# seg7_decoder

File: src/rtl/seg7_decoder.sv
// Recovers hex digits from a multiplexed, active-low 7-segment display bus.
// Each stable anode dwell captures one digit; four distinct digits form a frame.
module seg7_decoder #(
  parameter int unsigned SETTLE = 3
) (
  input  logic        clk,
  input  logic        rst,
  input  logic [3:0]  anodos,
  input  logic [7:0]  segmentos,
  output logic [15:0] digits,
  output logic [3:0]  dp,
  output logic [3:0]  blank,
  output logic [3:0]  seg_err,
  output logic        frame_valid,
  output logic        anode_err
);

  localparam logic [3:0] SETTLE_MAX = 4'(SETTLE);
  localparam logic [3:0] SETTLE_M1  = 4'(SETTLE - 1);

  typedef enum logic [1:0] {SETTLING, CAPTURE, HOLD} state_t;

  state_t      state_q, state_d;
  logic [11:0] smp_q, smp_d;
  logic [11:0] prv_q, prv_d;
  logic [3:0]  cnt_q, cnt_d;
  logic [3:0]  mask_q, mask_d;
  logic [3:0]  wval_q [4];
  logic [3:0]  wval_d [4];
  logic [3:0]  wdp_q, wdp_d;
  logic [3:0]  wblank_q, wblank_d;
  logic [3:0]  werr_q, werr_d;
  logic [15:0] digits_q, digits_d;
  logic [3:0]  dp_q, dp_d;
  logic [3:0]  blank_q, blank_d;
  logic [3:0]  seg_err_q, seg_err_d;
  logic        fv_q, fv_d;
  logic        anode_err_q, anode_err_d;

  logic        same;
  logic        capture;
  logic        one_hot;
  logic [3:0]  sel;
  logic [5:0]  dec;

  // Returns {blank, seg_err, value} for an a..g active-low pattern.
  function automatic logic [5:0] decode(input logic [6:0] pat);
    logic [5:0] r;
    case (pat)
      7'h01: r = 6'h00;
      7'h4F: r = 6'h01;
      7'h12: r = 6'h02;
      7'h06: r = 6'h03;
      7'h4C: r = 6'h04;
      7'h24: r = 6'h05;
      7'h20: r = 6'h06;
      7'h0F: r = 6'h07;
      7'h00: r = 6'h08;
      7'h04: r = 6'h09;
      7'h08: r = 6'h0A;
      7'h60: r = 6'h0B;
      7'h31: r = 6'h0C;
      7'h42: r = 6'h0D;
      7'h30: r = 6'h0E;
      7'h38: r = 6'h0F;
      7'h7F: r = 6'b10_0000;
      default: r = 6'b01_0000;
    endcase
    return r;
  endfunction

  always_comb begin
    smp_d       = {anodos, segmentos};
    prv_d       = smp_q;
    state_d     = state_q;
    cnt_d       = cnt_q;
    capture     = 1'b0;
    same        = (smp_q == prv_q);
    sel         = smp_q[11:8];
    one_hot     = (sel != 4'b0000) && ((sel & (sel - 4'd1)) == 4'b0000);
    dec         = decode(smp_q[7:1]);
    anode_err_d = anode_err_q;
    wdp_d       = wdp_q;
    wblank_d    = wblank_q;
    werr_d      = werr_q;
    for (int i = 0; i < 4; i++) wval_d[i] = wval_q[i];

    if (!same) begin
      state_d = SETTLING;
      cnt_d   = 4'd0;
    end else begin
      if (cnt_q != SETTLE_MAX) cnt_d = cnt_q + 4'd1;
      case (state_q)
        SETTLING: if (cnt_q == SETTLE_M1) begin
          state_d = CAPTURE;
          capture = 1'b1;
        end
        CAPTURE:  state_d = HOLD;
        default:  state_d = HOLD;
      endcase
    end

    // A completed frame clears the mask; a capture in the same cycle still lands.
    mask_d = (mask_q == 4'hF) ? 4'h0 : mask_q;

    if (capture) begin
      if (one_hot) begin
        for (int i = 0; i < 4; i++) begin
          if (sel[i]) begin
            wval_d[i]   = dec[3:0];
            wdp_d[i]    = ~smp_q[0];
            wblank_d[i] = dec[5];
            werr_d[i]   = dec[4];
            mask_d[i]   = 1'b1;
          end
        end
      end else begin
        anode_err_d = 1'b1;
      end
    end

    digits_d  = digits_q;
    dp_d      = dp_q;
    blank_d   = blank_q;
    seg_err_d = seg_err_q;
    fv_d      = 1'b0;
    if (mask_q == 4'hF) begin
      for (int i = 0; i < 4; i++) digits_d[4*i +: 4] = wval_q[i];
      dp_d      = wdp_q;
      blank_d   = wblank_q;
      seg_err_d = werr_q;
      fv_d      = 1'b1;
    end
  end

  always_ff @(posedge clk) begin
    if (!rst) begin
      state_q     <= SETTLING;
      smp_q       <= '0;
      prv_q       <= '0;
      cnt_q       <= '0;
      mask_q      <= '0;
      wdp_q       <= '0;
      wblank_q    <= '0;
      werr_q      <= '0;
      digits_q    <= '0;
      dp_q        <= '0;
      blank_q     <= '0;
      seg_err_q   <= '0;
      fv_q        <= 1'b0;
      anode_err_q <= 1'b0;
      for (int i = 0; i < 4; i++) wval_q[i] <= '0;
    end else begin
      state_q     <= state_d;
      smp_q       <= smp_d;
      prv_q       <= prv_d;
      cnt_q       <= cnt_d;
      mask_q      <= mask_d;
      wdp_q       <= wdp_d;
      wblank_q    <= wblank_d;
      werr_q      <= werr_d;
      digits_q    <= digits_d;
      dp_q        <= dp_d;
      blank_q     <= blank_d;
      seg_err_q   <= seg_err_d;
      fv_q        <= fv_d;
      anode_err_q <= anode_err_d;
      for (int i = 0; i < 4; i++) wval_q[i] <= wval_d[i];
    end
  end

  assign digits      = digits_q;
  assign dp          = dp_q;
  assign blank       = blank_q;
  assign seg_err     = seg_err_q;
  assign frame_valid = fv_q;
  assign anode_err   = anode_err_q;

endmodule

File: config.mk
export PLATFORM = sky130hd
export DESIGN_NAME = seg7_decoder
export DESIGN_NICKNAME = d
export VERILOG_FILES = /design/src/rtl/seg7_decoder.sv
export SDC_FILE = /design/constraint.sdc
export NUM_CORES = 1
export LEC_CHECK = 0
export ABC_AREA = 0
export CAP_MARGIN = 20
export CORE_ASPECT_RATIO = 1.1
export CORE_UTILIZATION = 50
export DETAILED_ROUTE_END_ITERATION = 10
export PLACE_DENSITY = 0.74
export RECOVER_POWER = 50
export SETUP_SLACK_MARGIN = 0.3
export SLEW_MARGIN = 20
export SYNTH_ARGS = -nofsm -noshare
export SYNTH_HDL_FRONTEND = slang
export SYNTH_SLANG_ARGS = --single-unit
File: constraint.sdc
create_clock -name clk -period 2.8 [get_ports clk]
set_input_delay 0.56 -clock clk [delete_from_list [all_inputs] [get_ports clk]]
set_output_delay 0.56 -clock clk [all_outputs]
set_load 0.05 [all_outputs]
# bram2_port_arbiter_flat

## config.mk

```make
export PLATFORM = sky130hd
export DESIGN_NAME = bram2_port_arbiter_flat
export DESIGN_NICKNAME = d
export VERILOG_FILES = /design/src/rtl/bram2_port_arbiter_if.sv /design/src/rtl/bram2_port_arbiter.sv /design/src/flat_wrapper.sv
export SDC_FILE = /design/constraint.sdc
export NUM_CORES = 1
export LEC_CHECK = 0
export CAP_MARGIN = 25
export CORE_UTILIZATION = 38
export CTS_CLUSTER_SIZE = 20
export DETAILED_ROUTE_END_ITERATION = 8
export HOLD_SLACK_MARGIN = 0.06
export PLACE_DENSITY_LB_ADDON = 0.05
export SETUP_SLACK_MARGIN = 0.2
export SLEW_MARGIN = 20
export SYNTH_ARGS = -nofsm -noshare
export SYNTH_HDL_FRONTEND = slang
export SYNTH_SLANG_ARGS = --single-unit
```

## constraint.sdc

```tcl
create_clock -name CLK -period 6.3 [get_ports CLK]
set_clock_uncertainty 0.05 [all_clocks]
set_input_delay 1.575 -clock CLK [delete_from_list [all_inputs] [get_ports CLK]]
set_output_delay 1.575 -clock CLK [all_outputs]
set_load 0.03 [all_outputs]
```

## src/rtl/bram2_port_arbiter_if.sv

```systemverilog
// Bundle of both requester channels and the shared BRAM port for bram2_port_arbiter.
// slave = arbiter side, master = requester/BRAM side.
interface bram2_port_arbiter_if #(
  parameter int ADDR_WIDTH = 14,
  parameter int DATA_WIDTH = 32,
  parameter int WE_WIDTH   = 4
);
  // Handshakes: a request transfers in a cycle with req_valid=1 and req_ready=1;
  // a response pops in a cycle with rsp_valid=1 and rsp_ready=1. Payloads hold while valid=1.
  logic                  r0_req_valid;
  logic                  r0_req_ready;
  logic [ADDR_WIDTH-1:0] r0_req_addr;
  logic [WE_WIDTH-1:0]   r0_req_we;
  logic [DATA_WIDTH-1:0] r0_req_wdata;
  logic                  r0_rsp_valid;
  logic                  r0_rsp_ready;
  logic [DATA_WIDTH-1:0] r0_rsp_data;

  logic                  r1_req_valid;
  logic                  r1_req_ready;
  logic [ADDR_WIDTH-1:0] r1_req_addr;
  logic [WE_WIDTH-1:0]   r1_req_we;
  logic [DATA_WIDTH-1:0] r1_req_wdata;
  logic                  r1_rsp_valid;
  logic                  r1_rsp_ready;
  logic [DATA_WIDTH-1:0] r1_rsp_data;

  logic                  bram_en;
  logic [WE_WIDTH-1:0]   bram_we;
  logic [ADDR_WIDTH-1:0] bram_addr;
  logic [DATA_WIDTH-1:0] bram_wdata;
  logic [DATA_WIDTH-1:0] bram_rdata;

  modport slave (
    input  r0_req_valid, r0_req_addr, r0_req_we, r0_req_wdata, r0_rsp_ready,
    input  r1_req_valid, r1_req_addr, r1_req_we, r1_req_wdata, r1_rsp_ready,
    input  bram_rdata,
    output r0_req_ready, r0_rsp_valid, r0_rsp_data,
    output r1_req_ready, r1_rsp_valid, r1_rsp_data,
    output bram_en, bram_we, bram_addr, bram_wdata
  );

  modport master (
    output r0_req_valid, r0_req_addr, r0_req_we, r0_req_wdata, r0_rsp_ready,
    output r1_req_valid, r1_req_addr, r1_req_we, r1_req_wdata, r1_rsp_ready,
    output bram_rdata,
    input  r0_req_ready, r0_rsp_valid, r0_rsp_data,
    input  r1_req_ready, r1_rsp_valid, r1_rsp_data,
    input  bram_en, bram_we, bram_addr, bram_wdata
  );
endinterface

```

## src/rtl/bram2_port_arbiter.sv

```systemverilog
// Round-robin arbiter sharing one BRAM port between two requesters, with credit-checked FWFT response FIFOs.
// Optional statistics counters are enabled by defining BRAM_ARB_STATS_EN.
module bram2_port_arbiter #(
  parameter int ADDR_WIDTH = 14,
  parameter int DATA_WIDTH = 32,
  parameter int WE_WIDTH   = 4,
  parameter int PIPELINED  = 0,
  parameter int RSP_DEPTH  = 2,
  parameter int CNT_WIDTH  = 32
) (
  input  logic CLK,
  input  logic RST,
  bram2_port_arbiter_if.slave bus
`ifdef BRAM_ARB_STATS_EN
  ,
  output logic [CNT_WIDTH-1:0] stat_grant0,
  output logic [CNT_WIDTH-1:0] stat_grant1,
  output logic [CNT_WIDTH-1:0] stat_conflict
`endif
);
  localparam int              L        = 1 + PIPELINED;
  localparam int              PW       = (RSP_DEPTH > 1) ? $clog2(RSP_DEPTH) : 1;
  localparam logic [3:0]      DEPTH_C  = 4'(RSP_DEPTH);
  localparam logic [PW-1:0]   LAST_PTR = PW'(RSP_DEPTH - 1);

  if (CNT_WIDTH < 1) begin : g_bad_cnt_width
  end

  logic [1:0]            req_valid, rsp_ready, elig, gnt, push, pop, store, take, rsp_valid;
  logic [ADDR_WIDTH-1:0] req_addr  [2];
  logic [WE_WIDTH-1:0]   req_we    [2];
  logic [DATA_WIDTH-1:0] req_wdata [2];
  logic [DATA_WIDTH-1:0] rsp_data  [2];
  logic                  lp, gid;
  logic                  pipe_v  [L];
  logic                  pipe_id [L];
  logic [3:0]            occ  [2];
  logic [3:0]            infl [2];
  logic [PW-1:0]         rd_ptr [2];
  logic [PW-1:0]         wr_ptr [2];
  logic [DATA_WIDTH-1:0] mem [2][2**PW];

  assign req_valid    = {bus.r1_req_valid, bus.r0_req_valid};
  assign rsp_ready    = {bus.r1_rsp_ready, bus.r0_rsp_ready};
  assign req_addr[0]  = bus.r0_req_addr;
  assign req_addr[1]  = bus.r1_req_addr;
  assign req_we[0]    = bus.r0_req_we;
  assign req_we[1]    = bus.r1_req_we;
  assign req_wdata[0] = bus.r0_req_wdata;
  assign req_wdata[1] = bus.r1_req_wdata;

  // Credits: FIFO entries plus results still in the pipe must stay within RSP_DEPTH.
  always_comb begin
    infl[0] = '0;
    infl[1] = '0;
    for (int i = 0; i < L; i++)
      if (pipe_v[i]) infl[pipe_id[i]] = infl[pipe_id[i]] + 4'd1;
  end

  always_comb begin
    for (int x = 0; x < 2; x++)
      elig[x] = req_valid[x] && ((occ[x] + infl[x]) < DEPTH_C);
    gnt = '0;
    gid = 1'b0;
    if (!RST && (elig != 2'b00)) begin
      gid      = (elig == 2'b11) ? ~lp : elig[1];
      gnt[gid] = 1'b1;
    end
  end

  assign bus.r0_req_ready = gnt[0];
  assign bus.r1_req_ready = gnt[1];
  assign bus.bram_en      = |gnt;
  assign bus.bram_we      = (|gnt) ? req_we[gid]    : '0;
  assign bus.bram_addr    = (|gnt) ? req_addr[gid]  : '0;
  assign bus.bram_wdata   = (|gnt) ? req_wdata[gid] : '0;

  always_ff @(posedge CLK) begin
    if (RST) begin
      lp <= 1'b1;
      for (int i = 0; i < L; i++) begin
        pipe_v[i]  <= 1'b0;
        pipe_id[i] <= 1'b0;
      end
    end else begin
      pipe_v[0]  <= |gnt;
      pipe_id[0] <= gid;
      for (int i = 1; i < L; i++) begin
        pipe_v[i]  <= pipe_v[i-1];
        pipe_id[i] <= pipe_id[i-1];
      end
      if (|gnt) lp <= gid;
    end
  end

  // An empty FIFO forwards the arriving word directly so the response appears L cycles after the grant.
  always_comb begin
    for (int x = 0; x < 2; x++) begin
      push[x]      = pipe_v[L-1] && (pipe_id[L-1] == 1'(x));
      rsp_valid[x] = !RST && ((occ[x] != 4'd0) || push[x]);
      if (RST)                rsp_data[x] = '0;
      else if (occ[x] != 4'd0) rsp_data[x] = mem[x][rd_ptr[x]];
      else if (push[x])       rsp_data[x] = bus.bram_rdata;
      else                    rsp_data[x] = '0;
      pop[x]   = rsp_valid[x] && rsp_ready[x];
      store[x] = push[x] && !(pop[x] && (occ[x] == 4'd0));
      take[x]  = pop[x] && (occ[x] != 4'd0);
    end
  end

  always_ff @(posedge CLK) begin
    for (int x = 0; x < 2; x++) begin
      if (RST) begin
        occ[x]    <= '0;
        rd_ptr[x] <= '0;
        wr_ptr[x] <= '0;
      end else begin
        if (store[x]) begin
          mem[x][wr_ptr[x]] <= bus.bram_rdata;
          wr_ptr[x]         <= (wr_ptr[x] == LAST_PTR) ? '0 : wr_ptr[x] + 1'b1;
        end
        if (take[x])
          rd_ptr[x] <= (rd_ptr[x] == LAST_PTR) ? '0 : rd_ptr[x] + 1'b1;
        occ[x] <= occ[x] + {3'b000, store[x]} - {3'b000, take[x]};
      end
    end
  end

  assign bus.r0_rsp_valid = rsp_valid[0];
  assign bus.r1_rsp_valid = rsp_valid[1];
  assign bus.r0_rsp_data  = rsp_data[0];
  assign bus.r1_rsp_data  = rsp_data[1];

`ifdef BRAM_ARB_STATS_EN
  // Conflict counts raw simultaneous requests, whether or not both were eligible.
  always_ff @(posedge CLK) begin
    if (RST) begin
      stat_grant0   <= '0;
      stat_grant1   <= '0;
      stat_conflict <= '0;
    end else begin
      if (gnt[0])             stat_grant0   <= stat_grant0 + 1'b1;
      if (gnt[1])             stat_grant1   <= stat_grant1 + 1'b1;
      if (req_valid == 2'b11) stat_conflict <= stat_conflict + 1'b1;
    end
  end
`endif
endmodule
```

## src/flat_wrapper.sv

```systemverilog
// flat-port wrapper written by rule: the top's interface ports become plain ports
module bram2_port_arbiter_flat 
#(
  parameter int ADDR_WIDTH = 14,
  parameter int DATA_WIDTH = 32,
  parameter int WE_WIDTH   = 4,
  parameter int PIPELINED  = 0,
  parameter int RSP_DEPTH  = 2,
  parameter int CNT_WIDTH  = 32
)
  (CLK, RST, bus_r0_req_valid, bus_r0_req_addr, bus_r0_req_we, bus_r0_req_wdata, bus_r0_rsp_ready, bus_r1_req_valid, bus_r1_req_addr, bus_r1_req_we, bus_r1_req_wdata, bus_r1_rsp_ready, bus_bram_rdata, bus_r0_req_ready, bus_r0_rsp_valid, bus_r0_rsp_data, bus_r1_req_ready, bus_r1_rsp_valid, bus_r1_rsp_data, bus_bram_en, bus_bram_we, bus_bram_addr, bus_bram_wdata);
  bram2_port_arbiter_if #(.ADDR_WIDTH(ADDR_WIDTH), .DATA_WIDTH(DATA_WIDTH), .WE_WIDTH(WE_WIDTH)) bus_i ();
  input  logic CLK;
  input  logic RST;
  input wire logic [$bits(bus_i.r0_req_valid)-1:0] bus_r0_req_valid;
  input wire logic [$bits(bus_i.r0_req_addr)-1:0] bus_r0_req_addr;
  input wire logic [$bits(bus_i.r0_req_we)-1:0] bus_r0_req_we;
  input wire logic [$bits(bus_i.r0_req_wdata)-1:0] bus_r0_req_wdata;
  input wire logic [$bits(bus_i.r0_rsp_ready)-1:0] bus_r0_rsp_ready;
  input wire logic [$bits(bus_i.r1_req_valid)-1:0] bus_r1_req_valid;
  input wire logic [$bits(bus_i.r1_req_addr)-1:0] bus_r1_req_addr;
  input wire logic [$bits(bus_i.r1_req_we)-1:0] bus_r1_req_we;
  input wire logic [$bits(bus_i.r1_req_wdata)-1:0] bus_r1_req_wdata;
  input wire logic [$bits(bus_i.r1_rsp_ready)-1:0] bus_r1_rsp_ready;
  input wire logic [$bits(bus_i.bram_rdata)-1:0] bus_bram_rdata;
  output wire logic [$bits(bus_i.r0_req_ready)-1:0] bus_r0_req_ready;
  output wire logic [$bits(bus_i.r0_rsp_valid)-1:0] bus_r0_rsp_valid;
  output wire logic [$bits(bus_i.r0_rsp_data)-1:0] bus_r0_rsp_data;
  output wire logic [$bits(bus_i.r1_req_ready)-1:0] bus_r1_req_ready;
  output wire logic [$bits(bus_i.r1_rsp_valid)-1:0] bus_r1_rsp_valid;
  output wire logic [$bits(bus_i.r1_rsp_data)-1:0] bus_r1_rsp_data;
  output wire logic [$bits(bus_i.bram_en)-1:0] bus_bram_en;
  output wire logic [$bits(bus_i.bram_we)-1:0] bus_bram_we;
  output wire logic [$bits(bus_i.bram_addr)-1:0] bus_bram_addr;
  output wire logic [$bits(bus_i.bram_wdata)-1:0] bus_bram_wdata;
  assign bus_i.r0_req_valid = bus_r0_req_valid;
  assign bus_i.r0_req_addr = bus_r0_req_addr;
  assign bus_i.r0_req_we = bus_r0_req_we;
  assign bus_i.r0_req_wdata = bus_r0_req_wdata;
  assign bus_i.r0_rsp_ready = bus_r0_rsp_ready;
  assign bus_i.r1_req_valid = bus_r1_req_valid;
  assign bus_i.r1_req_addr = bus_r1_req_addr;
  assign bus_i.r1_req_we = bus_r1_req_we;
  assign bus_i.r1_req_wdata = bus_r1_req_wdata;
  assign bus_i.r1_rsp_ready = bus_r1_rsp_ready;
  assign bus_i.bram_rdata = bus_bram_rdata;
  assign bus_r0_req_ready = bus_i.r0_req_ready;
  assign bus_r0_rsp_valid = bus_i.r0_rsp_valid;
  assign bus_r0_rsp_data = bus_i.r0_rsp_data;
  assign bus_r1_req_ready = bus_i.r1_req_ready;
  assign bus_r1_rsp_valid = bus_i.r1_rsp_valid;
  assign bus_r1_rsp_data = bus_i.r1_rsp_data;
  assign bus_bram_en = bus_i.bram_en;
  assign bus_bram_we = bus_i.bram_we;
  assign bus_bram_addr = bus_i.bram_addr;
  assign bus_bram_wdata = bus_i.bram_wdata;
  bram2_port_arbiter #(.ADDR_WIDTH(ADDR_WIDTH), .DATA_WIDTH(DATA_WIDTH), .WE_WIDTH(WE_WIDTH), .PIPELINED(PIPELINED), .RSP_DEPTH(RSP_DEPTH), .CNT_WIDTH(CNT_WIDTH)) u_core (.CLK(CLK), .RST(RST), .bus(bus_i));
endmodule
```

# dequeue_shift_scheduler

$ cat src/rtl/dequeue_shift_scheduler.sv
// dequeue_shift_scheduler
//   Round-robin arbiter sharing one downstream port among NumChan dequeue
//   shift registers. Only the granted channel gets its shift enable and
//   ready; its valid/data are muxed combinationally to the output. A grant
//   lasts until the source drains, or until MaxBurst handshakes have been
//   made while another channel is waiting. Every release costs one IDLE
//   cycle before the next grant.
//
// Ports
//   clk_i, rst_i   : clock, synchronous active-high reset
//   en_i           : global enable; low gates shifting and freezes all state
//   cont_data_i    : per-channel request (shift register holds a message)
//   valid_i/data_i : per-channel output beat
//   ready_o        : per-channel ready (ready_i routed to granted channel)
//   shift_en_o     : per-channel shift enable (en_i routed to granted channel)
//   valid_o/data_o : downstream beat
//   ready_i        : downstream ready
//   chan_o         : granted channel index
//   busy_o         : high while a grant is active
module dequeue_shift_scheduler #(
  parameter int  NumChan  = 4,
  parameter int  MaxBurst = 4,
  parameter type data_t   = logic [31:0],
  localparam int IdxW     = $clog2(NumChan),
  localparam int CntW     = $clog2(MaxBurst + 1)
) (
  input  logic                     clk_i,
  input  logic                     rst_i,
  input  logic                     en_i,
  input  logic [NumChan-1:0]       cont_data_i,
  input  logic [NumChan-1:0]       valid_i,
  input  data_t [NumChan-1:0]      data_i,
  output logic [NumChan-1:0]       ready_o,
  output logic [NumChan-1:0]       shift_en_o,
  output logic                     valid_o,
  input  logic                     ready_i,
  output data_t                    data_o,
  output logic [IdxW-1:0]          chan_o,
  output logic                     busy_o
);

  typedef enum logic {
    IDLE  = 1'b0,
    GRANT = 1'b1
  } state_e;

  state_e          state_q, state_d;
  logic [IdxW-1:0] grant_q, grant_d;
  logic [IdxW-1:0] rr_q, rr_d;
  logic [CntW-1:0] burst_q, burst_d;

  logic               pick_vld;
  logic [IdxW-1:0]    pick_idx;
  logic [NumChan-1:0] grant_oh;
  logic               other_req;
  logic               hs;
  logic               blocked;
  logic               drained;
  logic               at_limit;
  logic [CntW-1:0]    burst_nx;

  function automatic logic [CntW-1:0] sat_inc(input logic [CntW-1:0] c);
    if (c == CntW'(MaxBurst)) begin
      return c;
    end
    return c + 1'b1;
  endfunction

  function automatic logic [IdxW-1:0] wrap_inc(input logic [IdxW-1:0] i);
    if (i == IdxW'(NumChan - 1)) begin
      return '0;
    end
    return i + 1'b1;
  endfunction

  // Round-robin pick: first requesting channel starting at rr_q.
  always_comb begin
    pick_vld = 1'b0;
    pick_idx = '0;
    for (int i = 0; i < NumChan; i++) begin
      if (!pick_vld && cont_data_i[(int'(rr_q) + i) % NumChan]) begin
        pick_vld = 1'b1;
        pick_idx = IdxW'((int'(rr_q) + i) % NumChan);
      end
    end
  end

  always_comb begin
    grant_oh           = '0;
    grant_oh[grant_q]  = 1'b1;
    other_req          = |(cont_data_i & ~grant_oh);
  end

  always_comb begin
    state_d    = state_q;
    grant_d    = grant_q;
    rr_d       = rr_q;
    burst_d    = burst_q;
    valid_o    = 1'b0;
    ready_o    = '0;
    shift_en_o = '0;
    hs         = 1'b0;
    blocked    = 1'b0;
    drained    = 1'b0;
    at_limit   = 1'b0;
    burst_nx   = burst_q;

    case (state_q)
      IDLE: begin
        if (en_i && pick_vld) begin
          grant_d = pick_idx;
          burst_d = '0;
          state_d = GRANT;
        end
      end
      GRANT: begin
        valid_o             = valid_i[grant_q];
        ready_o[grant_q]    = ready_i;
        shift_en_o[grant_q] = en_i;
        hs       = valid_o & ready_i;
        burst_nx = hs ? sat_inc(burst_q) : burst_q;
        drained  = ~cont_data_i[grant_q];
        // The limit counts this cycle's handshake, so the MaxBurst-th beat
        // itself triggers the rotation.
        at_limit = (burst_nx == CntW'(MaxBurst)) & other_req;
        // A presented beat must complete before the grant can move.
        blocked  = valid_o & ~ready_i;
        // With en_i low, beats still pass but all state is frozen.
        if (en_i) begin
          burst_d = burst_nx;
          if ((drained | at_limit) & ~blocked) begin
            state_d = IDLE;
            rr_d    = wrap_inc(grant_q);
          end
        end
      end
      default: state_d = IDLE;
    endcase
  end

  assign data_o = data_i[grant_q];
  assign chan_o = grant_q;
  assign busy_o = (state_q == GRANT);

  always_ff @(posedge clk_i) begin
    if (rst_i) begin
      state_q <= IDLE;
      grant_q <= '0;
      rr_q    <= '0;
      burst_q <= '0;
    end else begin
      state_q <= state_d;
      grant_q <= grant_d;
      rr_q    <= rr_d;
      burst_q <= burst_d;
    end
  end

endmodule

$ cat config.mk
export PLATFORM = sky130hd
export DESIGN_NAME = dequeue_shift_scheduler
export DESIGN_NICKNAME = d
export VERILOG_FILES = /design/src/rtl/dequeue_shift_scheduler.sv
export SDC_FILE = /design/constraint.sdc
export NUM_CORES = 1
export LEC_CHECK = 0
export CAP_MARGIN = 30
export CORE_UTILIZATION = 29
export DETAILED_ROUTE_END_ITERATION = 8
export PLACE_DENSITY = 0.95
export RECOVER_POWER = 100
export SYNTH_ARGS = -nofsm -noshare
export SYNTH_HDL_FRONTEND = slang
export SYNTH_SLANG_ARGS = --single-unit
export TNS_END_PERCENT = 100
$ cat constraint.sdc
create_clock -name clk_i -period 4.94 [get_ports clk_i]
set_clock_uncertainty 0.2 [all_clocks]
set_input_delay 0.988 -clock clk_i [delete_from_list [all_inputs] [get_ports clk_i]]
set_output_delay 0.988 -clock clk_i [all_outputs]
set_load 0.02 [all_outputs]
# left_shift_pipelined_elastic_flat

### config.mk
export PLATFORM = sky130hd
export DESIGN_NAME = left_shift_pipelined_elastic_flat
export DESIGN_NICKNAME = d
export VERILOG_FILES = /design/src/rtl/left_shift_pipelined_elastic_pkg.sv /design/src/rtl/left_shift_pipelined_elastic_if.sv /design/src/rtl/left_shift_pipelined_elastic_stage.sv /design/src/rtl/left_shift_pipelined_elastic.sv /design/src/flat_wrapper.sv
export SDC_FILE = /design/constraint.sdc
export NUM_CORES = 1
export LEC_CHECK = 0
export CAP_MARGIN = 10
export CORE_ASPECT_RATIO = 2
export CORE_MARGIN = 2
export CORE_UTILIZATION = 25
export DETAILED_ROUTE_END_ITERATION = 8
export GPL_ROUTABILITY_DRIVEN = 0
export PLACE_DENSITY_LB_ADDON = 0.05
export SLEW_MARGIN = 20
export SYNTH_ARGS = -nofsm -noshare
export SYNTH_HDL_FRONTEND = slang
export SYNTH_SLANG_ARGS = --single-unit
export TNS_END_PERCENT = 50
### constraint.sdc
create_clock -name clk -period 1.5 [get_ports clk]
set_clock_uncertainty 0.1 [all_clocks]
set_input_delay 0.225 -clock clk [delete_from_list [all_inputs] [get_ports clk]]
set_output_delay 0.225 -clock clk [all_outputs]
set_load 0.03 [all_outputs]
### src/rtl/left_shift_pipelined_elastic_pkg.sv
// Shared constants and helpers for the elastic pipelined left shifter.
package lshift_pkg;

    localparam int unsigned RADIX   = 4;
    localparam int unsigned DIGIT_W = 2;

    // Number of radix-4 stages needed to cover a shift amount of $clog2(width) bits.
    function automatic int unsigned lshift_stages(input int unsigned width);
        return (int'($clog2(width)) + 1) / 2;
    endfunction

endpackage

### src/rtl/left_shift_pipelined_elastic_if.sv
// Streaming bus of the left shifter: input transfer, output transfer, handshakes.
// LSHIFT_OVERFLOW_EN adds the overflow flag aligned with out/out_valid.
interface left_shift_pipelined_elastic_if #(
    parameter int unsigned WIDTH = 13
);
    localparam int unsigned SW = $clog2(WIDTH);

    logic [WIDTH-1:0] in;
    logic [SW-1:0]    shift;
    logic             in_valid;
    logic             in_ready;
    logic [WIDTH-1:0] out;
    logic             out_valid;
    logic             out_ready;
`ifdef LSHIFT_OVERFLOW_EN
    logic             overflow;

    modport master (
        output in, shift, in_valid, out_ready,
        input  in_ready, out, out_valid, overflow
    );

    modport slave (
        input  in, shift, in_valid, out_ready,
        output in_ready, out, out_valid, overflow
    );
`else
    modport master (
        output in, shift, in_valid, out_ready,
        input  in_ready, out, out_valid
    );

    modport slave (
        input  in, shift, in_valid, out_ready,
        output in_ready, out, out_valid
    );
`endif

endinterface

### src/rtl/left_shift_pipelined_elastic_stage.sv
// One radix-4 stage: elastic valid/ready register, digit shift, remaining-digit pass-through.
// With LSHIFT_OVERFLOW_EN a sticky flag collects every '1' bit pushed past the MSB.
module lshift_stage
    import lshift_pkg::*;
#(
    parameter int unsigned WIDTH = 13,
    parameter int unsigned SW    = 4,
    parameter int unsigned POS   = 0
) (
    input  logic             clk,
    input  logic             reset_n,
    input  logic             up_valid,
    input  logic [WIDTH-1:0] up_data,
    input  logic [SW-1:0]    up_shift,
`ifdef LSHIFT_OVERFLOW_EN
    input  logic             up_sticky,
    output logic             sticky,
`endif
    input  logic             down_ready,
    output logic             ready_c,
    output logic             take_c,
    output logic             valid,
    output logic [WIDTH-1:0] data,
    output logic [SW-1:0]    rem_shift
);

    localparam int unsigned   DPOS       = DIGIT_W * POS;
    // Masking the digit in place yields digit * 4^POS directly as the shift amount.
    localparam logic [SW-1:0] DIGIT_MASK = SW'(32'd3 << DPOS);
    // Only the lower digits are still needed by later stages.
    localparam logic [SW-1:0] REM_MASK   = SW'((32'd1 << DPOS) - 32'd1);

    logic [SW-1:0]    amt;
    logic [WIDTH-1:0] data_next;

    // Digit amount and shifted data (amounts >= WIDTH shift everything out).
    always_comb begin
        amt       = up_shift & DIGIT_MASK;
        data_next = up_data << amt;
    end

`ifdef LSHIFT_OVERFLOW_EN
    logic [WIDTH-1:0] keep_mask;
    logic             lost;

    // Bits that survive the shift; anything set outside them is discarded.
    always_comb begin
        keep_mask = {WIDTH{1'b1}} >> amt;
        lost      = |(up_data & ~keep_mask);
    end
`endif

    // Accept when empty or when the current entry moves on in the same cycle.
    assign ready_c = ~valid | down_ready;
    assign take_c  = up_valid & ready_c;

    // Stage register: load on take, drop valid when drained, hold otherwise.
    always_ff @(posedge clk or negedge reset_n) begin
        if (!reset_n) begin
            valid     <= 1'b0;
            data      <= '0;
            rem_shift <= '0;
`ifdef LSHIFT_OVERFLOW_EN
            sticky    <= 1'b0;
`endif
        end else if (take_c) begin
            valid     <= 1'b1;
            data      <= data_next;
            rem_shift <= up_shift & REM_MASK;
`ifdef LSHIFT_OVERFLOW_EN
            sticky    <= up_sticky | lost;
`endif
        end else if (down_ready) begin
            valid     <= 1'b0;
        end
    end

endmodule

### src/rtl/left_shift_pipelined_elastic.sv
// Elastic pipelined logical left shifter: out = (in << shift) truncated to WIDTH.
// Radix-4 stages, MSB digit first; each stage is a valid/ready register so
// backpressure stalls the pipe and bubbles collapse.
// Optional macro LSHIFT_OVERFLOW_EN: adds the sticky overflow output.
module left_shift_pipelined_elastic
    import lshift_pkg::*;
#(
    parameter int unsigned WIDTH = 13
) (
    input logic                           clk,
    input logic                           reset_n,
    left_shift_pipelined_elastic_if.slave bus
);

    localparam int unsigned SW     = $clog2(WIDTH);
    localparam int unsigned STAGES = lshift_stages(WIDTH);

    logic                         rst_done;
    logic [STAGES-1:0]            stage_valid;
    logic [STAGES-1:0]            stage_ready;
    logic [STAGES-1:0]            stage_take;
    logic [STAGES-1:0][WIDTH-1:0] stage_data;
    logic [STAGES-1:0][SW-1:0]    stage_rem;
    logic [SW-1:0]                tail_rem_unused;
`ifdef LSHIFT_OVERFLOW_EN
    logic [STAGES-1:0]            stage_sticky;
`endif

    // Hold off input acceptance until the first clock after reset release.
    always_ff @(posedge clk or negedge reset_n) begin
        if (!reset_n) begin
            rst_done <= 1'b0;
        end else begin
            rst_done <= 1'b1;
        end
    end

    for (genvar s = 0; s < STAGES; s++) begin : g_stage
        logic             up_valid;
        logic [WIDTH-1:0] up_data;
        logic [SW-1:0]    up_shift;
        logic             down_ready;
`ifdef LSHIFT_OVERFLOW_EN
        logic             up_sticky;
`endif

        if (s == 0) begin : g_head
            assign up_valid  = bus.in_valid & rst_done;
            assign up_data   = bus.in;
            assign up_shift  = bus.shift;
`ifdef LSHIFT_OVERFLOW_EN
            assign up_sticky = 1'b0;
`endif
        end else begin : g_body
            assign up_valid  = stage_valid[s-1];
            assign up_data   = stage_data[s-1];
            assign up_shift  = stage_rem[s-1];
`ifdef LSHIFT_OVERFLOW_EN
            assign up_sticky = stage_sticky[s-1];
`endif
        end

        if (s == STAGES - 1) begin : g_last
            assign down_ready = bus.out_ready;
        end else begin : g_mid
            assign down_ready = stage_take[s+1];
        end

        lshift_stage #(
            .WIDTH (WIDTH),
            .SW    (SW),
            .POS   (STAGES - 1 - s)
        ) u_stage (
            .clk        (clk),
            .reset_n    (reset_n),
            .up_valid   (up_valid),
            .up_data    (up_data),
            .up_shift   (up_shift),
`ifdef LSHIFT_OVERFLOW_EN
            .up_sticky  (up_sticky),
            .sticky     (stage_sticky[s]),
`endif
            .down_ready (down_ready),
            .ready_c    (stage_ready[s]),
            .take_c     (stage_take[s]),
            .valid      (stage_valid[s]),
            .data       (stage_data[s]),
            .rem_shift  (stage_rem[s])
        );
    end

    // The last stage has no later digits; its remaining shift is always zero.
    assign tail_rem_unused = stage_rem[STAGES-1];

    // Bus outputs: last stage drives the result, stage 0 drives acceptance.
    assign bus.in_ready  = rst_done & stage_ready[0];
    assign bus.out       = stage_data[STAGES-1];
    assign bus.out_valid = stage_valid[STAGES-1];
`ifdef LSHIFT_OVERFLOW_EN
    assign bus.overflow  = stage_sticky[STAGES-1];
`endif

endmodule

### src/flat_wrapper.sv
// flat-port wrapper written by rule: the top's interface ports become plain ports
module left_shift_pipelined_elastic_flat import lshift_pkg::*;
#(
    parameter int unsigned WIDTH = 13
)
  (clk, reset_n, bus_in, bus_shift, bus_in_valid, bus_out_ready, bus_in_ready, bus_out, bus_out_valid);
  left_shift_pipelined_elastic_if #(.WIDTH(WIDTH)) bus_i ();
  input logic clk;
  input logic reset_n;
  input wire logic [$bits(bus_i.in)-1:0] bus_in;
  input wire logic [$bits(bus_i.shift)-1:0] bus_shift;
  input wire logic [$bits(bus_i.in_valid)-1:0] bus_in_valid;
  input wire logic [$bits(bus_i.out_ready)-1:0] bus_out_ready;
  output wire logic [$bits(bus_i.in_ready)-1:0] bus_in_ready;
  output wire logic [$bits(bus_i.out)-1:0] bus_out;
  output wire logic [$bits(bus_i.out_valid)-1:0] bus_out_valid;
  assign bus_i.in = bus_in;
  assign bus_i.shift = bus_shift;
  assign bus_i.in_valid = bus_in_valid;
  assign bus_i.out_ready = bus_out_ready;
  assign bus_in_ready = bus_i.in_ready;
  assign bus_out = bus_i.out;
  assign bus_out_valid = bus_i.out_valid;
  left_shift_pipelined_elastic #(.WIDTH(WIDTH)) u_core (.clk(clk), .reset_n(reset_n), .bus(bus_i));
endmodule

==> screenshots <==
Clock nets.
picture 1
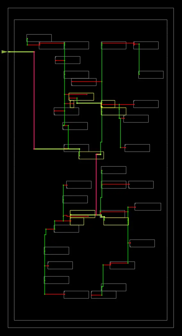
picture 2
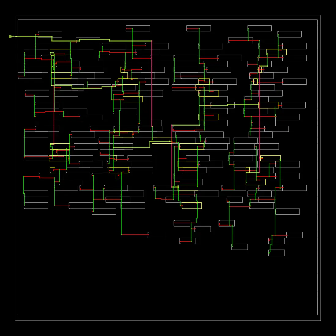
picture 3
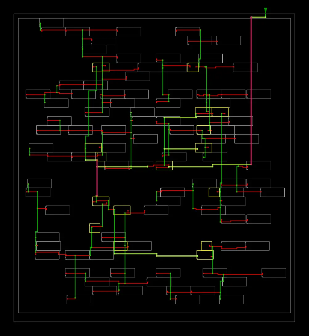
picture 4
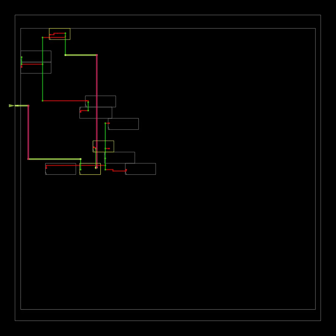
Of these, most clock buffers: picture 2
Of these, fewest sequential cells: picture 4
dequeue_shift_scheduler -> picture 4
left_shift_pipelined_elastic_flat -> picture 1
seg7_decoder -> picture 3
bram2_port_arbiter_flat -> picture 2

seg7_decoder, met1 routing:
Scale bar: 20 um.
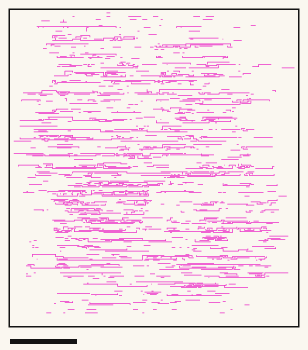
longest straight run	25.3 um
share of all routed wire	46%

==> impl_metrics.env, seg7_decoder <==
# source this file to load flow results
export IMPL_power_total_w=0.00236
export IMPL_setup_viol=0
export IMPL_nets=471
export IMPL_hold_viol=0
export IMPL_postSynthSeqShare=0.480
export IMPL_yosysTopAreaCellShare=0.480
export IMPL_synthAoiAreaFrac=0.101
export IMPL_wl_per_cell_um=13.5
export IMPL_status="complete, no violations"
export IMPL_ant_nets=0
export IMPL_core_sq_um=7430
export IMPL_clkTransAtPathRegs_ps=90
export IMPL_grt_max_degree=57
export IMPL_met3_usage=0.0308
export IMPL_fp_nets=436
export IMPL_grt_overflow_total=0
export IMPL_ys_sh_xor=0.0490
export IMPL_nNonClkInverters=4
export IMPL_initialDrtViolationCount=96
export IMPL_cp_start_kind="input port"
export IMPL_common_cells="dfxtp_1 (92), nand2_1 (66), nor2_1 (47)"
export IMPL_path_class="in -> reg"
-- seg7_decoder: path summary, 6_finish.rpt --
path	to	slack, ps	cells past startpoint
hold reg to reg	blank[0]	460	2
setup reg to reg	werr_q[1]	600	5
setup / recovery	werr_q[1]	480	5
hold / removal	blank[0]	460	2
-- seg7_decoder: kinds of logic after synthesis --
| group | Yosys count |
|---|---|
| flip-flops | 92 |
| multiplexers | 22 |
| adder cells (fa/ha/maj) | 2 |
| AND/OR/NAND/NOR | 186 |
| AND-OR/OR-AND | 66 |
| XOR/XNOR | 18 |
| buffers and inverters | 34 |
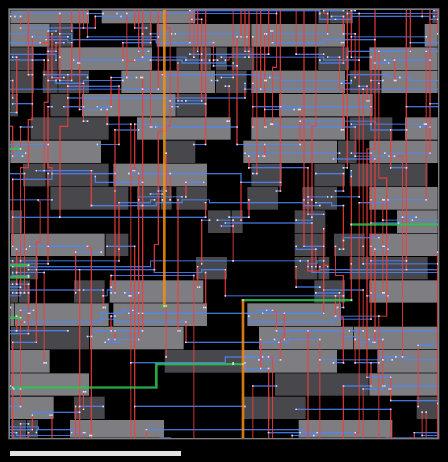
bram2_port_arbiter_flat: a small window of the routed layout
Scale bar: 20 um. Window x 45 to 95, y 74 to 124 um. Cells in grey, sequential cells in the stronger grey; small squares are vias.
colour	layer
red	met2
blue	met1
green	met3
orange	met4
cells with their middle in the window	91
netlist names of flops here include	u_core.mem (34)
most frequent	edfxtp_1 (34), mux2i_1 (14), nor2_1 (11)
sequential cells in the window	34

==> impl_metrics.env, bram2_port_arbiter_flat <==
# source this file to load flow results
export IMPL_status="complete, no violations"
export IMPL_seq_power_w=0.00116
export IMPL_postSynthSeqShare=0.571
export IMPL_netlist_top_cell_by_area="edfxtp_1"
export IMPL_r2r_start="u_core.occ[0][2]"
export IMPL_worst_slew_pin_slew_ps=1000
export IMPL_yosys_area_sq_um=7320
export IMPL_antennaDiodeCount=1
export IMPL_clock_buffers=21
export IMPL_clkTransAtPathRegs_ps=60
export IMPL_setup_tns_ps=0
export IMPL_critical_path_top_delay_family="buffers and inverters"
export IMPL_critPathArrivalTime_ps=3700
export IMPL_synth_most_common_cell="edfxtp_1"
export IMPL_edf_count=132
export IMPL_path_class="in -> out"
export IMPL_setup_viol=0
export IMPL_nets=977
export IMPL_hold_class="reg -> reg"
export IMPL_place_inst=1038
export IMPL_power_leader="combinational cells"
export IMPL_avgSynthCellArea_sq_um=12.6
export IMPL_p_per_area_nw_per_um2=417
export IMPL_cp_start_kind="input port"
==> bram2_port_arbiter_flat: routing by layer <==
layer | GRT usage | vias to the layer above
li1 | - | 2722
met1 | 0.287 | 2770
met2 | 0.354 | 162
met3 | 0.0377 | 21
met4 | 0.0761 | 0
met5 | 0 | -
==> bram2_port_arbiter_flat: flip-flops by register name, indices dropped and copies added, names as in the netlist <==
signal          flops
u_core.occ          8
u_core.mem        128
u_core.wr_ptr       2
u_core.pipe_id      1
u_core.lp           1
u_core.pipe_v       1
u_core.rd_ptr       2
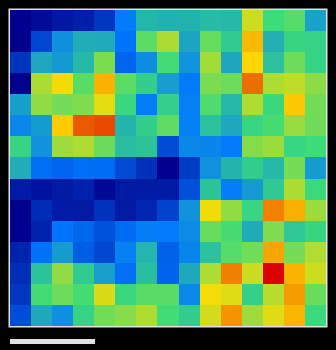
dequeue_shift_scheduler: routed metal per tile
Scale bar: 20 um. The die is cut into 15 by 15 equal tiles; dark blue is low, red is high, scaled to the fullest tile. Values are wire area over tile area, all layers added.
mean over tiles	0.23
fullest tile	0.53
emptiest ninth of the die	centre
tiles over half the peak	37%
densest ninth of the die	lower right
nearly empty tiles	3.1%
via count: 1957
routed len/inst: 19.5 um
gr usage total: 0.261

==> impl_metrics.env, dequeue_shift_scheduler <==
# source this file to load flow results
export IMPL_status="finished, violations left"
export IMPL_violations="max-capacitance violations, max-slew violations"
export IMPL_p_seq_frac=0.180
export IMPL_regMostFlops="burst_q"
export IMPL_dp_slack_ps=1130
export IMPL_switching_share=0.315
export IMPL_cap_violations=1
export IMPL_slew_viol_final=42
export IMPL_min_period_over_period=0.856
export IMPL_area_share_clock_buf_inv=0.0121
export IMPL_cp_start_kind="flop"
export IMPL_largest_register_ffs=3
export IMPL_io_pins=184
export IMPL_lay_top_count="clkdlybuf4s50_1"
export IMPL_buffers=184
export IMPL_seq_power_w=0.0000809
export IMPL_hold_viol=0
export IMPL_port_buffers=183
export IMPL_largestClassByArea="buffers"
export IMPL_mostFrequentLayoutCells="clkdlybuf4s50_1 (141), dlygate4sd3_1 (42), mux4_2 (34)"
export IMPL_dr_pass1_iters=4
export IMPL_warning_count=30
export IMPL_p_comb_w=0.000286
export IMPL_avgSynthCellArea_sq_um=11.2
==> dequeue_shift_scheduler: path summary, 6_finish.rpt <==
kind,from,to,slack [ps],cells past startpoint
worst max-delay path,chan_o[1],valid_o,710,3
worst min-delay path,burst_q[0],burst_q[0],310,2
worst max register to register,chan_o[1],rr_q[0],1270,7
worst min register to register,burst_q[0],burst_q[0],310,2
==> dequeue_shift_scheduler: routing by layer <==
layer,global-route usage,share of wire
met1,0.284,0.36
met2,0.473,0.51
met3,0.0610,0.082
met4,0.128,0.045
met5,0,0
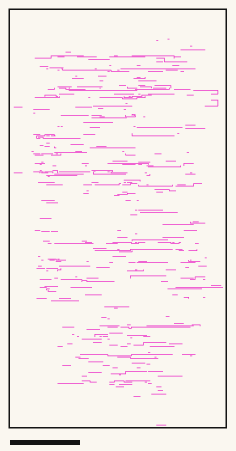
left_shift_pipelined_elastic_flat: met1 routing
Scale bar: 20 um.
wire length on this layer	1250 um
longest straight run	21.2 um
share of all routed wire	34%
via count: 1127
M1 GR Usage: 0.109
Post-Route WL: 3710 um

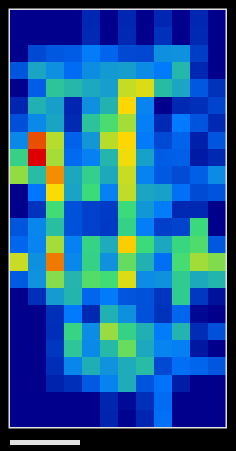
left_shift_pipelined_elastic_flat: routed metal per tile
Scale bar: 20 um. The die is cut into 12 by 24 equal tiles; dark blue is low, red is high, scaled to the fullest tile. Values are wire area over tile area, all layers added.
emptiest ninth of the die	lower left
mean over tiles	0.079
tiles over half the peak	12%
nearly empty tiles	20%
fullest tile	0.32
routed len/inst: 14.1 um
gr usage total: 0.115

==> impl_metrics.env, left_shift_pipelined_elastic_flat <==
# source this file to load flow results
export IMPL_cts_buffer_depth=2
export IMPL_areaGrowthSynthToFinish_pct=46.0
export IMPL_postSynthSeqShare=0.473
export IMPL_grt_overflow_total=0
export IMPL_slew_viol_final=0
export IMPL_tritoncts_num_sinks=31
export IMPL_warning_count=27
export IMPL_p_comb_w=0.00109
export IMPL_grt_busiest_layer="met2"
export IMPL_top_cells_by_area="dfrtp_1 (47%), mux2i_1 (22%), mux2_2 (16%)"
export IMPL_area_share_clock_buf_inv=0.0653
export IMPL_fp_utilization=0.260
export IMPL_status="complete, no violations"
export IMPL_well_tap_count=86
export IMPL_cts_root_buffer="clkbuf_16"
export IMPL_grt_max_degree=32
export IMPL_synthAoiAreaFrac=0.0244
export IMPL_htreeDepth=2
export IMPL_wl_met3_um=164
export IMPL_numCtsBuffers=5
export IMPL_setup_slack_ps=63.4
export IMPL_hold_viol=0
export IMPL_setup_viol=0
export IMPL_clkTransAtPathRegs_ps=50
export IMPL_postCtsResizedCells=18
export IMPL_synth_warnings=0
export IMPL_logic_family="multiplexers"
export IMPL_place_inst=256
## left_shift_pipelined_elastic_flat: layout by cell type, fill, tap and decap left out, drive strengths merged
cell type / instances
mux2i: 36
nor3: 1
nor2b: 1
mux2: 24
dfrtp: 31
and2: 1
nand2: 6
o2bb2ai: 4
clkbuf: 8
inv: 4
nand3b: 2
nor2: 6
o21ai: 1
conb: 1
buf: 14
clkdlybuf4s50: 19
nand2b: 2
dlygate4sd2: 15
nand3: 1
## left_shift_pipelined_elastic_flat: critical path: stages
cell and delay, ps:
clkdlybuf4s50_1 500, buf_12 140, mux2i_1 190, o2bb2ai_1 140, mux2_2 280


## Gallery

Where the registers sit.
(a)
Scale bar: 20 um.
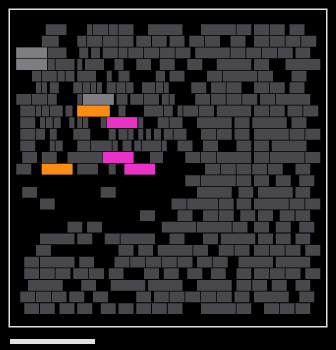
(b)
Scale bar: 20 um.
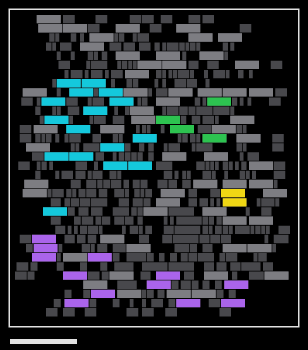
(c)
Scale bar: 50 um.
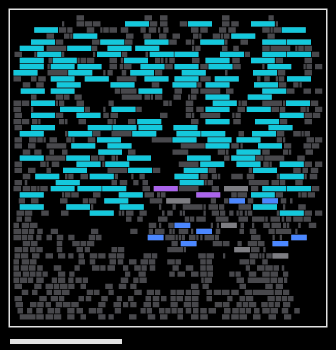
(d)
Scale bar: 20 um.
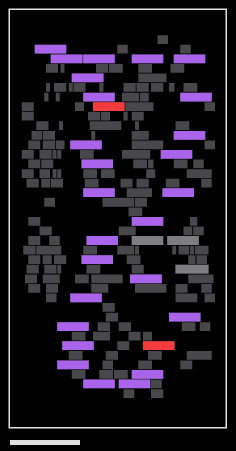
(b) comes from seg7_decoder.
(d) comes from left_shift_pipelined_elastic_flat.
(a) comes from dequeue_shift_scheduler.
(c) comes from bram2_port_arbiter_flat.
Of these, smallest die: (a)
Of these, most cells: (c)

Key to (a):
colour	netlist name	placed flops
orange	chan_o	2
magenta	burst_q	3
not coloured	3


==> layout pictures side by side <==
Pin placement.
shot_01.png
Scale bar: 20 um. Pins as bars across the die edge, other pins in grey.
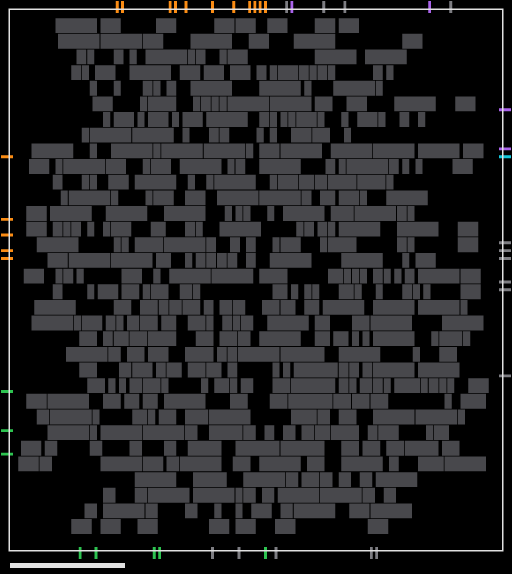
shot_02.png
Scale bar: 20 um. Pins as bars across the die edge, other pins in grey.
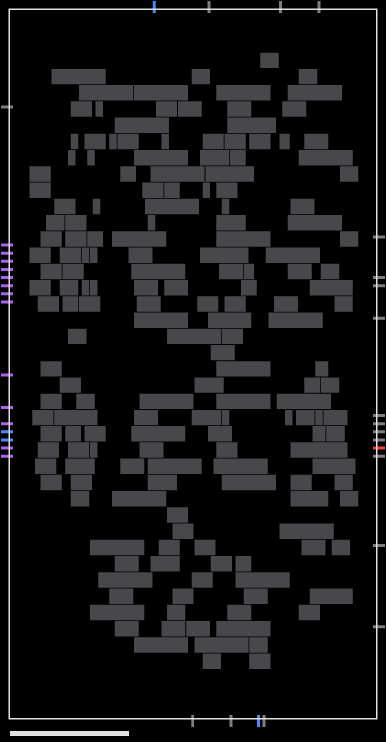
shot_03.png
Scale bar: 50 um. Pins as bars across the die edge, other pins in grey.
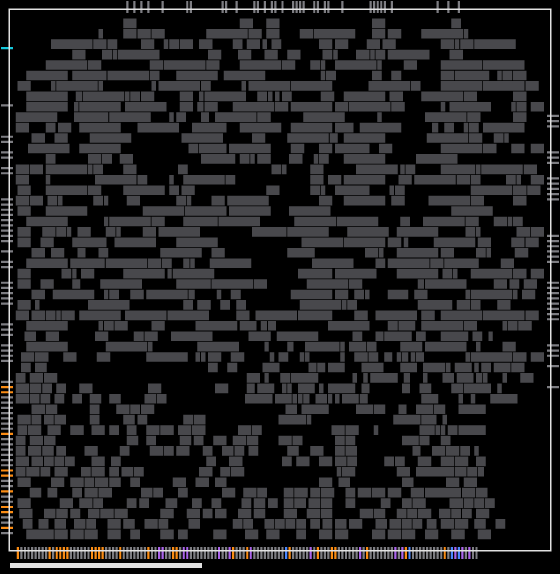
shot_04.png
Scale bar: 20 um. Pins as bars across the die edge, other pins in grey.
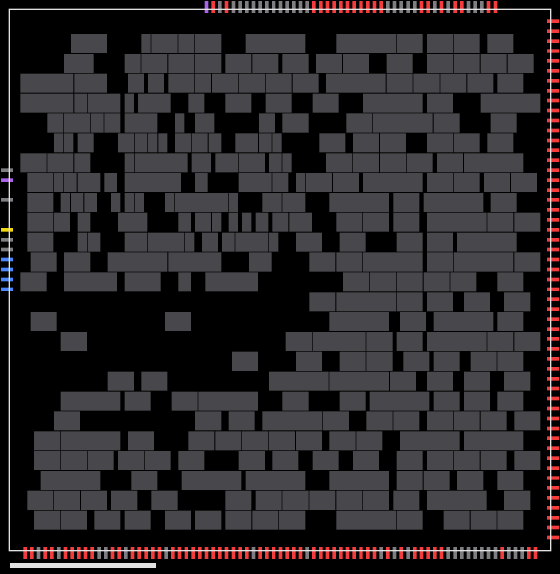
shot_01.png is seg7_decoder.
shot_04.png is dequeue_shift_scheduler.
shot_02.png is left_shift_pipelined_elastic_flat.
shot_03.png is bram2_port_arbiter_flat.
Of these, largest die: shot_03.png

